# ---- block 1 ----
Block 1, routed metal, one color a layer:
Only two layers are drawn.
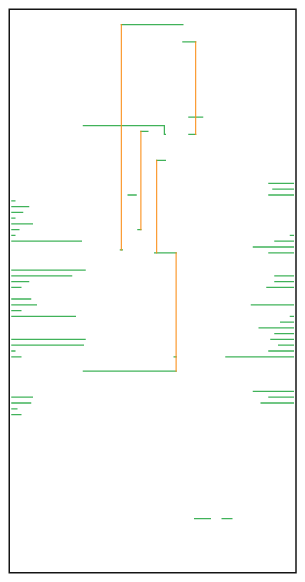

==> src/rtl/vram_arbiter_if.sv <==
// Bus bundle between the VRAM arbiter and its users: video read path, CHIP-8 core,
// clear-screen control and the single BRAM port.
interface vram_arbiter_if #(
  parameter int ADDR_WIDTH = 16
);
  logic                  video_req_in;
  logic [ADDR_WIDTH-1:0] video_addr_in;
  logic [7:0]            video_data_out;
  logic                  video_valid_out;
  logic                  cpu_req_in;
  logic                  cpu_we_in;
  logic [ADDR_WIDTH-1:0] cpu_addr_in;
  logic [7:0]            cpu_wdata_in;
  logic                  cpu_ready_out;
  logic [7:0]            cpu_rdata_out;
  logic                  cpu_rvalid_out;
  logic                  clear_start_in;
  logic                  clear_busy_out;
  logic                  clear_done_out;
  logic [ADDR_WIDTH-1:0] vram_addr_out;
  logic                  vram_we_out;
  logic [7:0]            vram_wdata_out;
  logic [7:0]            vram_rdata_in;

  modport slave (
    input  video_req_in, video_addr_in, cpu_req_in, cpu_we_in, cpu_addr_in, cpu_wdata_in,
           clear_start_in, vram_rdata_in,
    output video_data_out, video_valid_out, cpu_ready_out, cpu_rdata_out, cpu_rvalid_out,
           clear_busy_out, clear_done_out, vram_addr_out, vram_we_out, vram_wdata_out
  );

  modport master (
    output video_req_in, video_addr_in, cpu_req_in, cpu_we_in, cpu_addr_in, cpu_wdata_in,
           clear_start_in, vram_rdata_in,
    input  video_data_out, video_valid_out, cpu_ready_out, cpu_rdata_out, cpu_rvalid_out,
           clear_busy_out, clear_done_out, vram_addr_out, vram_we_out, vram_wdata_out
  );
endinterface

==> src/rtl/vram_arbiter.sv <==
// Single-port VRAM arbiter: video reads > clear-screen sweep > CHIP-8 core accesses.
// Read data is steered back to its requester by a tag pipeline matching BRAM latency.
module vram_arbiter #(
  parameter int ADDR_WIDTH   = 16,
  parameter int DEPTH        = 256,
  parameter int READ_LATENCY = 2
) (
  input logic          clk_in,
  input logic          rst_in,
  vram_arbiter_if.slave bus
);
  localparam int IDX_W = (DEPTH > 1) ? $clog2(DEPTH) : 1;

  typedef enum logic {ST_IDLE, ST_CLEAR} state_t;
  typedef enum logic [1:0] {TAG_NONE, TAG_VIDEO, TAG_CPU} tag_t;

  state_t                state;
  logic [IDX_W-1:0]      clear_idx;
  logic                  busy_q;
  logic                  done_q;
  tag_t                  tags [READ_LATENCY];
  tag_t                  tag_new;
  tag_t                  tag_last_in;
  logic                  gnt_clear;
  logic [ADDR_WIDTH-1:0] addr_q;
  logic [ADDR_WIDTH-1:0] addr_mux;
  logic                  we_mux;
  logic                  ready_mux;
  logic [7:0]            wdata_mux;
  logic [7:0]            video_data_q;
  logic [7:0]            cpu_data_q;

  // Reset forces every combinational port output low, not just the registers.
  always_comb begin
    addr_mux  = addr_q;
    we_mux    = 1'b0;
    ready_mux = 1'b0;
    wdata_mux = '0;
    tag_new   = TAG_NONE;
    gnt_clear = 1'b0;
    if (rst_in) begin
      addr_mux = '0;
    end else if (bus.video_req_in) begin
      addr_mux = bus.video_addr_in;
      tag_new  = TAG_VIDEO;
    end else if (state == ST_CLEAR) begin
      gnt_clear = 1'b1;
      addr_mux  = ADDR_WIDTH'(clear_idx);
      we_mux    = 1'b1;
    end else if (bus.cpu_req_in) begin
      ready_mux = 1'b1;
      addr_mux  = bus.cpu_addr_in;
      we_mux    = bus.cpu_we_in;
      wdata_mux = bus.cpu_wdata_in;
      tag_new   = bus.cpu_we_in ? TAG_NONE : TAG_CPU;
    end
  end

  // Data registers load on the edge that moves a tag into the last stage.
  if (READ_LATENCY > 1) begin : g_deep
    assign tag_last_in = tags[READ_LATENCY-2];
  end else begin : g_shallow
    assign tag_last_in = tag_new;
  end

  always_ff @(posedge clk_in) begin
    if (rst_in) begin
      state     <= ST_IDLE;
      clear_idx <= '0;
      busy_q    <= 1'b0;
      done_q    <= 1'b0;
    end else begin
      done_q <= 1'b0;
      case (state)
        ST_IDLE: begin
          if (bus.clear_start_in) begin
            state     <= ST_CLEAR;
            clear_idx <= '0;
            busy_q    <= 1'b1;
          end
        end
        ST_CLEAR: begin
          if (gnt_clear) begin
            if (clear_idx == IDX_W'(DEPTH - 1)) begin
              state     <= ST_IDLE;
              clear_idx <= '0;
              busy_q    <= 1'b0;
              done_q    <= 1'b1;
            end else begin
              clear_idx <= clear_idx + 1'b1;
            end
          end
        end
        default: state <= ST_IDLE;
      endcase
    end
  end

  always_ff @(posedge clk_in) begin
    if (rst_in) begin
      for (int unsigned i = 0; i < READ_LATENCY; i++) tags[i] <= TAG_NONE;
      addr_q       <= '0;
      video_data_q <= '0;
      cpu_data_q   <= '0;
    end else begin
      tags[0] <= tag_new;
      for (int unsigned i = 1; i < READ_LATENCY; i++) tags[i] <= tags[i-1];
      addr_q <= addr_mux;
      if (tag_last_in == TAG_VIDEO) video_data_q <= bus.vram_rdata_in;
      if (tag_last_in == TAG_CPU)   cpu_data_q   <= bus.vram_rdata_in;
    end
  end

  assign bus.vram_addr_out   = addr_mux;
  assign bus.vram_we_out     = we_mux;
  assign bus.vram_wdata_out  = wdata_mux;
  assign bus.cpu_ready_out   = ready_mux;
  assign bus.video_valid_out = (tags[READ_LATENCY-1] == TAG_VIDEO);
  assign bus.cpu_rvalid_out  = (tags[READ_LATENCY-1] == TAG_CPU);
  assign bus.video_data_out  = video_data_q;
  assign bus.cpu_rdata_out   = cpu_data_q;
  assign bus.clear_busy_out  = busy_q;
  assign bus.clear_done_out  = done_q;
endmodule

==> src/flat_wrapper.sv <==
// flat-port wrapper written by rule: the top's interface ports become plain ports
module vram_arbiter_flat 
#(
  parameter int ADDR_WIDTH   = 16,
  parameter int DEPTH        = 256,
  parameter int READ_LATENCY = 2
)
  (clk_in, rst_in, bus_video_req_in, bus_video_addr_in, bus_cpu_req_in, bus_cpu_we_in, bus_cpu_addr_in, bus_cpu_wdata_in, bus_clear_start_in, bus_vram_rdata_in, bus_video_data_out, bus_video_valid_out, bus_cpu_ready_out, bus_cpu_rdata_out, bus_cpu_rvalid_out, bus_clear_busy_out, bus_clear_done_out, bus_vram_addr_out, bus_vram_we_out, bus_vram_wdata_out);
  vram_arbiter_if #(.ADDR_WIDTH(ADDR_WIDTH)) bus_i ();
  input logic clk_in;
  input logic rst_in;
  input wire logic [$bits(bus_i.video_req_in)-1:0] bus_video_req_in;
  input wire logic [$bits(bus_i.video_addr_in)-1:0] bus_video_addr_in;
  input wire logic [$bits(bus_i.cpu_req_in)-1:0] bus_cpu_req_in;
  input wire logic [$bits(bus_i.cpu_we_in)-1:0] bus_cpu_we_in;
  input wire logic [$bits(bus_i.cpu_addr_in)-1:0] bus_cpu_addr_in;
  input wire logic [$bits(bus_i.cpu_wdata_in)-1:0] bus_cpu_wdata_in;
  input wire logic [$bits(bus_i.clear_start_in)-1:0] bus_clear_start_in;
  input wire logic [$bits(bus_i.vram_rdata_in)-1:0] bus_vram_rdata_in;
  output wire logic [$bits(bus_i.video_data_out)-1:0] bus_video_data_out;
  output wire logic [$bits(bus_i.video_valid_out)-1:0] bus_video_valid_out;
  output wire logic [$bits(bus_i.cpu_ready_out)-1:0] bus_cpu_ready_out;
  output wire logic [$bits(bus_i.cpu_rdata_out)-1:0] bus_cpu_rdata_out;
  output wire logic [$bits(bus_i.cpu_rvalid_out)-1:0] bus_cpu_rvalid_out;
  output wire logic [$bits(bus_i.clear_busy_out)-1:0] bus_clear_busy_out;
  output wire logic [$bits(bus_i.clear_done_out)-1:0] bus_clear_done_out;
  output wire logic [$bits(bus_i.vram_addr_out)-1:0] bus_vram_addr_out;
  output wire logic [$bits(bus_i.vram_we_out)-1:0] bus_vram_we_out;
  output wire logic [$bits(bus_i.vram_wdata_out)-1:0] bus_vram_wdata_out;
  assign bus_i.video_req_in = bus_video_req_in;
  assign bus_i.video_addr_in = bus_video_addr_in;
  assign bus_i.cpu_req_in = bus_cpu_req_in;
  assign bus_i.cpu_we_in = bus_cpu_we_in;
  assign bus_i.cpu_addr_in = bus_cpu_addr_in;
  assign bus_i.cpu_wdata_in = bus_cpu_wdata_in;
  assign bus_i.clear_start_in = bus_clear_start_in;
  assign bus_i.vram_rdata_in = bus_vram_rdata_in;
  assign bus_video_data_out = bus_i.video_data_out;
  assign bus_video_valid_out = bus_i.video_valid_out;
  assign bus_cpu_ready_out = bus_i.cpu_ready_out;
  assign bus_cpu_rdata_out = bus_i.cpu_rdata_out;
  assign bus_cpu_rvalid_out = bus_i.cpu_rvalid_out;
  assign bus_clear_busy_out = bus_i.clear_busy_out;
  assign bus_clear_done_out = bus_i.clear_done_out;
  assign bus_vram_addr_out = bus_i.vram_addr_out;
  assign bus_vram_we_out = bus_i.vram_we_out;
  assign bus_vram_wdata_out = bus_i.vram_wdata_out;
  vram_arbiter #(.ADDR_WIDTH(ADDR_WIDTH), .DEPTH(DEPTH), .READ_LATENCY(READ_LATENCY)) u_core (.clk_in(clk_in), .rst_in(rst_in), .bus(bus_i));
endmodule
==> config.mk <==
export PLATFORM = sky130hd
export DESIGN_NAME = vram_arbiter_flat
export DESIGN_NICKNAME = d
export VERILOG_FILES = /design/src/rtl/vram_arbiter_if.sv /design/src/rtl/vram_arbiter.sv /design/src/flat_wrapper.sv
export SDC_FILE = /design/constraint.sdc
export NUM_CORES = 1
export LEC_CHECK = 0
export ABC_AREA = 1
export ABC_CLOCK_PERIOD_IN_PS = 1270
export CORE_ASPECT_RATIO = 2
export CORE_UTILIZATION = 25
export CTS_CLUSTER_DIAMETER = 30
export CTS_CLUSTER_SIZE = 20
export DETAILED_ROUTE_END_ITERATION = 6
export HOLD_SLACK_MARGIN = 0.12
export SYNTH_ARGS = -nofsm -noshare
export SYNTH_HDL_FRONTEND = slang
export SYNTH_SLANG_ARGS = --single-unit
==> constraint.sdc <==
create_clock -name clk_in -period 1.27 [get_ports clk_in]
set_input_delay 0.127 -clock clk_in [delete_from_list [all_inputs] [get_ports clk_in]]
set_output_delay 0.127 -clock clk_in [all_outputs]
set_load 0.02 [all_outputs]
# ---- block 2 ----
**src/rtl/tcm_lsu.sv**
```systemverilog
// Load/store adapter between the memory stage and a word-wide TCM; one request in flight.
// Optional feature: define MISALIGN_TRAP_EN to fault misaligned and reserved-size accesses.
module tcm_lsu #(
    parameter int MEM_ADDR_WIDTH = 8
) (
    input  logic                      i_clk,
    input  logic                      i_reset,
    input  logic                      i_req_valid,
    output logic                      o_req_ready,
    input  logic [31:0]               i_req_addr,
    input  logic                      i_req_we,
    input  logic [1:0]                i_req_size,
    input  logic                      i_req_unsigned,
    input  logic [31:0]               i_req_wdata,
    output logic                      o_rsp_valid,
    input  logic                      i_rsp_ready,
    output logic [31:0]               o_rsp_data,
    output logic                      o_rsp_err,
    output logic                      o_tcm_sel,
    output logic [MEM_ADDR_WIDTH-1:0] o_tcm_addr,
    output logic [3:0]                o_tcm_write,
    output logic [31:0]               o_tcm_data,
    input  logic                      i_tcm_ack,
    input  logic [31:0]               i_tcm_data
);
    localparam int AW = MEM_ADDR_WIDTH + 2;

    typedef enum logic [1:0] {IDLE, ACCESS, RESP} state_t;

    state_t          state_q, state_d;
    logic            req_rdy;
    logic            accept;
    logic            req_mis;
    logic            access;
    logic            resp;

    logic [AW-1:0]   addr_p0;
    logic            we_p0;
    logic [1:0]      size_p0;
    logic            uns_p0;
    logic [31:0]     wdata_p0;
    logic            err_p0;

    logic            unused_addr_hi;
    assign unused_addr_hi = ^i_req_addr[31:AW];

`ifdef MISALIGN_TRAP_EN
    function automatic logic misaligned(input logic [1:0] size, input logic [1:0] off);
        case (size)
            2'b00:   return 1'b0;
            2'b01:   return off[0];
            2'b10:   return off != 2'b00;
            default: return 1'b1;
        endcase
    endfunction
    assign req_mis = misaligned(i_req_size, i_req_addr[1:0]);
`else
    assign req_mis = 1'b0;
`endif

    // Half uses only addr[1] and word/reserved ignore the offset, which force-aligns them.
    function automatic logic [3:0] store_be(input logic [1:0] size, input logic [1:0] off);
        case (size)
            2'b00:   return 4'b0001 << off;
            2'b01:   return off[1] ? 4'b1100 : 4'b0011;
            default: return 4'b1111;
        endcase
    endfunction

    function automatic logic [31:0] store_data(input logic [1:0] size, input logic [31:0] wd);
        case (size)
            2'b00:   return {4{wd[7:0]}};
            2'b01:   return {2{wd[15:0]}};
            default: return wd;
        endcase
    endfunction

    function automatic logic [31:0] load_extract(input logic [1:0] size, input logic [1:0] off,
                                                 input logic uns, input logic [31:0] d);
        logic signed [7:0]  b;
        logic signed [15:0] h;
        logic signed [31:0] r;
        b = d[{off, 3'b000} +: 8];
        h = off[1] ? d[31:16] : d[15:0];
        case (size)
            2'b00:   r = uns ? $signed({24'b0, b}) : 32'(b);
            2'b01:   r = uns ? $signed({16'b0, h}) : 32'(h);
            default: r = $signed(d);
        endcase
        return r;
    endfunction

    always_ff @(posedge i_clk) begin
        if (i_reset) state_q <= IDLE;
        else         state_q <= state_d;
    end

    // Request capture stage: inputs are only looked at on the accept edge.
    always_ff @(posedge i_clk) begin
        if (accept) begin
            addr_p0  <= i_req_addr[AW-1:0];
            we_p0    <= i_req_we;
            size_p0  <= i_req_size;
            uns_p0   <= i_req_unsigned;
            wdata_p0 <= i_req_wdata;
            err_p0   <= req_mis;
        end
    end

    // A faulting request spends its ACCESS cycle with the TCM deselected, so it keeps normal latency.
    always_comb begin
        state_d = state_q;
        req_rdy = 1'b0;
        case (state_q)
            IDLE: begin
                req_rdy = 1'b1;
                if (i_req_valid) state_d = ACCESS;
            end
            ACCESS: begin
                if (err_p0 || i_tcm_ack) state_d = RESP;
            end
            RESP: begin
                req_rdy = i_rsp_ready;
                if (i_rsp_ready) state_d = i_req_valid ? ACCESS : IDLE;
            end
            default: state_d = IDLE;
        endcase
    end

    assign o_req_ready = req_rdy & ~i_reset;
    assign accept      = i_req_valid & o_req_ready;

    // TCM drive stage.
    assign access      = (state_q == ACCESS) & ~err_p0 & ~i_reset;
    assign o_tcm_sel   = access;
    assign o_tcm_addr  = access ? addr_p0[AW-1:2] : '0;
    assign o_tcm_write = (access & we_p0) ? store_be(size_p0, addr_p0[1:0]) : 4'b0000;
    assign o_tcm_data  = (access & we_p0) ? store_data(size_p0, wdata_p0) : 32'b0;

    // Response stage: lane extraction straight off the TCM output register.
    assign resp        = (state_q == RESP) & ~i_reset;
    assign o_rsp_valid = resp;
    assign o_rsp_err   = resp & err_p0;
    assign o_rsp_data  = (resp & ~we_p0 & ~err_p0) ?
                         load_extract(size_p0, addr_p0[1:0], uns_p0, i_tcm_data) : 32'b0;

endmodule
```
**config.mk**
```make
export PLATFORM = sky130hd
export DESIGN_NAME = tcm_lsu
export DESIGN_NICKNAME = d
export VERILOG_FILES = /design/src/rtl/tcm_lsu.sv
export SDC_FILE = /design/constraint.sdc
export NUM_CORES = 1
export LEC_CHECK = 0
export ABC_CLOCK_PERIOD_IN_PS = 6100
export CAP_MARGIN = 20
export CORE_MARGIN = 2
export CORE_UTILIZATION = 40
export CTS_CLUSTER_SIZE = 28
export DETAILED_ROUTE_END_ITERATION = 8
export GPL_TIMING_DRIVEN = 1
export HOLD_SLACK_MARGIN = 0.03
export MAX_ROUTING_LAYER = met4
export PLACE_DENSITY_LB_ADDON = 0.12
export SYNTH_ARGS = -nofsm -noshare
export SYNTH_HDL_FRONTEND = slang
export SYNTH_SLANG_ARGS = --single-unit
```
**constraint.sdc**
```tcl
create_clock -name i_clk -period 6.1 [get_ports i_clk]
set_input_delay 1.83 -clock i_clk [delete_from_list [all_inputs] [get_ports i_clk]]
set_output_delay 1.83 -clock i_clk [all_outputs]
set_load 0.02 [all_outputs]
```
# ---- block 3 ----
$ cat config.mk
export PLATFORM = sky130hd
export DESIGN_NAME = gate_check_seq
export DESIGN_NICKNAME = d
export VERILOG_FILES = /design/src/rtl/gate_check_seq.sv
export SDC_FILE = /design/constraint.sdc
export NUM_CORES = 1
export LEC_CHECK = 0
export ABC_AREA = 1
export CORE_MARGIN = 8
export CORE_UTILIZATION = 62
export DETAILED_ROUTE_END_ITERATION = 16
export DONT_BUFFER_PORTS = 1
export GPL_ROUTABILITY_DRIVEN = 0
export PLACE_DENSITY_LB_ADDON = 0.25
export SLEW_MARGIN = 20
export SYNTH_ARGS = -nofsm -noshare
export SYNTH_HDL_FRONTEND = slang
export SYNTH_SLANG_ARGS = --single-unit
$ cat constraint.sdc
create_clock -name clk -period 3.2 [get_ports clk]
set_input_delay 0.64 -clock clk [delete_from_list [all_inputs] [get_ports clk]]
set_output_delay 0.64 -clock clk [all_outputs]
set_load 0.05 [all_outputs]
$ cat src/rtl/gate_check_seq.sv
// gate_check_seq: steps a 2-input gate through all four input vectors,
// samples O after a settle delay and compares against a truth table.
module gate_check_seq #(
  parameter int SETTLE_CYCLES = 2,
  parameter int CNT_W = 8
) (
  input  logic             clk,
  input  logic             rst_n,
  input  logic             start,
  input  logic             abort,
  input  logic [3:0]       truth,
  input  logic             O,
  output logic             I1,
  output logic             I2,
  output logic             busy,
  output logic             done,
  output logic             pass,
  output logic [3:0]       fail_mask,
  output logic [CNT_W-1:0] run_cnt,
  output logic [CNT_W-1:0] fail_cnt
);
  localparam logic [1:0] S_IDLE   = 2'd0;
  localparam logic [1:0] S_SETTLE = 2'd1;
  localparam logic [1:0] S_SAMPLE = 2'd2;
  localparam logic [1:0] S_DONE   = 2'd3;
  localparam logic [3:0] SC_LAST  = 4'(SETTLE_CYCLES - 1);
  localparam logic [1:0] S_FIRST  = (SETTLE_CYCLES == 0) ? S_SAMPLE : S_SETTLE;

  logic [1:0]       state_q, state_d, vec_q, vec_d, io_q, io_d;
  logic [3:0]       cnt_q, cnt_d, truth_q, truth_d, mask_q, mask_d;
  logic             busy_q, busy_d, done_q, done_d, pass_q, pass_d;
  logic [CNT_W-1:0] run_q, run_d, fail_q, fail_d;

  always_comb begin
    state_d = state_q;
    vec_d   = vec_q;
    cnt_d   = cnt_q;
    truth_d = truth_q;
    mask_d  = mask_q;
    pass_d  = pass_q;
    done_d  = 1'b0;
    run_d   = run_q;
    fail_d  = fail_q;
    case (state_q)
      S_IDLE: if (start && !abort) begin
        truth_d = truth;
        vec_d   = 2'd0;
        cnt_d   = 4'd0;
        mask_d  = 4'd0;
        pass_d  = 1'b0;
        state_d = S_FIRST;
      end
      S_SETTLE: if (abort) begin
        state_d = S_IDLE;
        vec_d   = 2'd0;
        mask_d  = 4'd0;
        pass_d  = 1'b0;
      end else if (cnt_q == SC_LAST) state_d = S_SAMPLE;
      else cnt_d = cnt_q + 4'd1;
      S_SAMPLE: if (abort) begin
        state_d = S_IDLE;
        vec_d   = 2'd0;
        mask_d  = 4'd0;
        pass_d  = 1'b0;
      end else begin
        mask_d = mask_q | ((O != truth_q[vec_q]) ? (4'b0001 << vec_q) : 4'd0);
        if (vec_q == 2'd3) begin
          // Results and counters become visible together with the done pulse.
          state_d = S_DONE;
          done_d  = 1'b1;
          pass_d  = (mask_d == 4'd0);
          run_d   = &run_q ? run_q : run_q + 1'b1;
          fail_d  = (mask_d == 4'd0 || &fail_q) ? fail_q : fail_q + 1'b1;
        end else begin
          vec_d   = vec_q + 2'd1;
          cnt_d   = 4'd0;
          state_d = S_FIRST;
        end
      end
      default: begin
        state_d = S_IDLE;
        vec_d   = 2'd0;
      end
    endcase
  end

  assign io_d   = (state_d == S_SETTLE || state_d == S_SAMPLE) ? vec_d : 2'd0;
  assign busy_d = (state_d != S_IDLE);

  always_ff @(posedge clk or negedge rst_n) begin
    if (!rst_n) begin
      state_q <= S_IDLE;
      vec_q   <= 2'd0;
      cnt_q   <= 4'd0;
      truth_q <= 4'd0;
      mask_q  <= 4'd0;
      io_q    <= 2'd0;
      busy_q  <= 1'b0;
      done_q  <= 1'b0;
      pass_q  <= 1'b0;
      run_q   <= '0;
      fail_q  <= '0;
    end else begin
      state_q <= state_d;
      vec_q   <= vec_d;
      cnt_q   <= cnt_d;
      truth_q <= truth_d;
      mask_q  <= mask_d;
      io_q    <= io_d;
      busy_q  <= busy_d;
      done_q  <= done_d;
      pass_q  <= pass_d;
      run_q   <= run_d;
      fail_q  <= fail_d;
    end
  end

  assign I1        = io_q[1];
  assign I2        = io_q[0];
  assign busy      = busy_q;
  assign done      = done_q;
  assign pass      = pass_q;
  assign fail_mask = mask_q;
  assign run_cnt   = run_q;
  assign fail_cnt  = fail_q;
endmodule

Block 2, met2 routing:
Bar = 20 um.
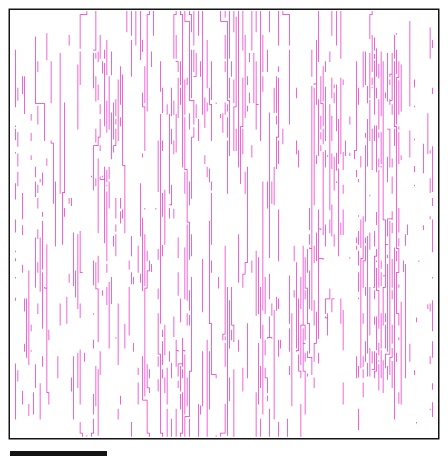
441 nets have wire on it. The layer carries 4120 um of wire. The longest straight run is 46.2 um. The wires run mostly vertical.
GR Util met2: 37.87%
via count: 2740
final WL: 8583 um

==> qor.txt, block 2 <==
cell total in the yosys stat output: 285
Net Switching: 0.0001889 W
flop2flop setup slack: 4.17 ns
largest net degree at the start of global routing: 47
Post-synth EDFFs: 46
Leakage: 1.760 nW
slowest stage delay, CP: 0.64 ns
XORs/XNORs by Area: 0%
register area share after synthesis: 49.93%
M1 wire length: 3500 um
Reg area: 1421 um^2
gpl congestion: 0.8945
Netlist cell types: 41
outcome: finished clean
Layout fillers: 568
Logic inverters: 6
Post-Route Utilization: 67.49%
HP Start: state_q[1]
row count: 30
Block 1, met2 routing:
Bar = 20 um.
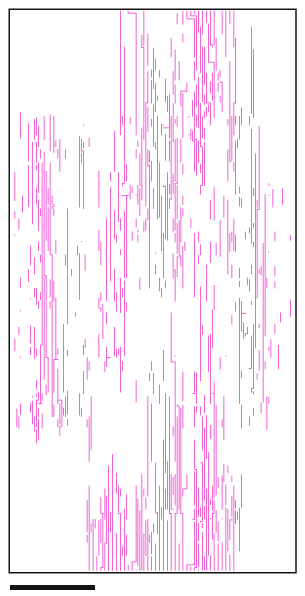
The layer carries 3730 um of wire. 418 nets have wire on it. The layer holds 57% of the routed length.
GR Util met2: 29.50%
final WL: 6536 um
via count: 2364

About 'routed metal, one color a layer' of block 1:
Key: orange = metal 4 [wire length 148 um]; green = metal 3 [wire length 359 um]
GRT Overall Usage: 15.56%
drt wl/cell: 12.33 um

==> qor.txt, block 1 <==
outcome: complete, but fails checks
violated checks: setup timing
Finish-stage setup viols: 34
Crit. End Element: output pin
WL met2: 3729 um
Post-DRT Antenna Nets: 0
XORs/XNORs by Area: 0.4127%
M1 wire length: 2300 um
logic area: 1110 um^2
HP Start: rst_in
Setup WS post-layout: -0.2385 ns
detailed-route vias per instance: 4.460
Layout area overhead: 78.66%
initial antenna violation count: 0
fin cells: 530
post-synthesis average cell area: 7.498 um^2
WL met3: 358 um
H-tree levels: 2
# Taps: 98
Power Dens Cells: 937.2 nW/um^2
Seq area share: 24.92%
largest reg by FF count: u_core.addr_q
synthesis area per yosys: 2122 um^2
CP Data Arrival Time: 1.38 ns
Block 3, met2 routing:
Bar = 20 um.
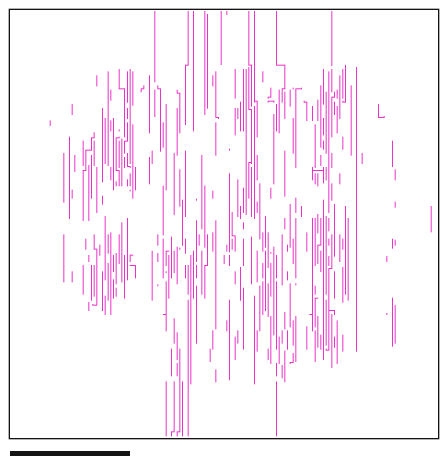
196 nets have wire on it. The wires run mostly vertical. The layer carries 1810 um of wire. The longest straight run is 47.3 um. The layer holds 50% of the routed length.
via count: 1411
final WL: 3592 um
GR Util met2: 24.80%

==> qor.txt, block 3 <==
outcome: finished clean
WL met3: 294 um
Post-synth EDFFs: 0
Latency at later pin: 0.34 ns
most frequent logic cell in the layout: nand2_1
Non-Clock Buffer Area Fraction: 0.9786%
Clk. pwr: 0.000342 W
clock skew: 0.01301 ns
ys async rst share: 100.0%
M1 wire length: 1418 um
buffers and inverters on the worst path: 0
top power group: sequential cells
Die Area: 5083 um^2
sw frac: 31.24%
final hold slack: 0.1123 ns
Comb gates: 149
Setup Buffers After CTS: 0
cts bufs inserted: 5


==> layout pictures side by side <==
Register map, names as in the netlist.
picture 1
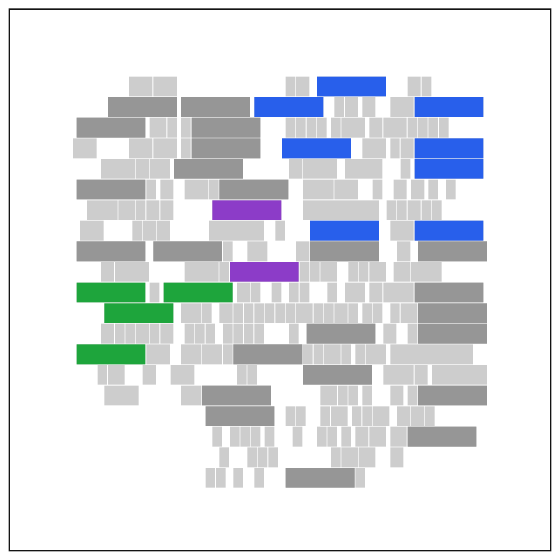
picture 2
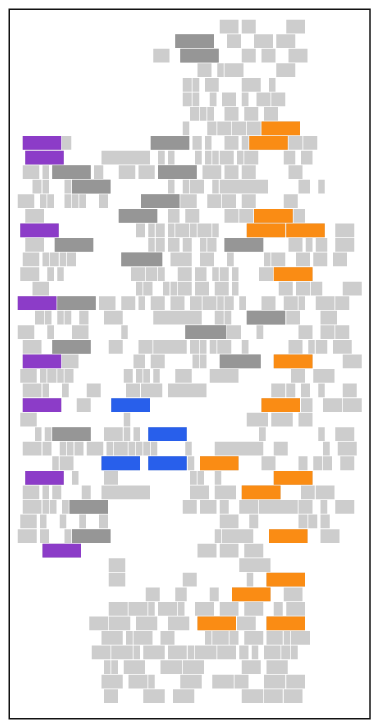
picture 3
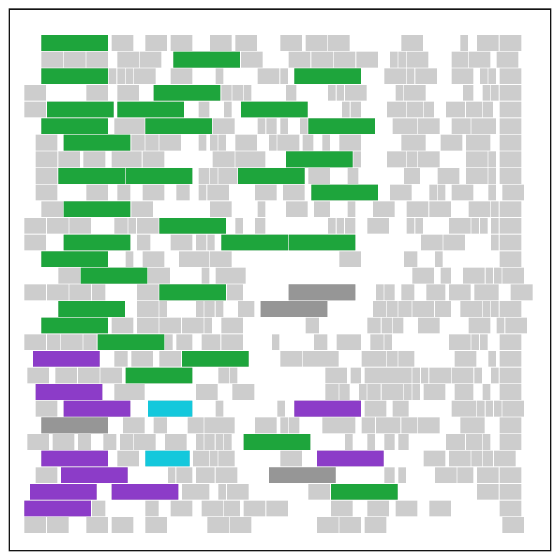
Block 1 is picture 2.
Block 2 is picture 3.
Block 3 is picture 1.
- fewest cells: picture 1

Key to picture 1:
Key: purple = state_q [sequential cells 2]; blue = fail_cnt [sequential cells 8]; green = cnt_q [sequential cells 4, where left middle]

Power figures rest on the tool's default switching activity, not on a simulated workload.
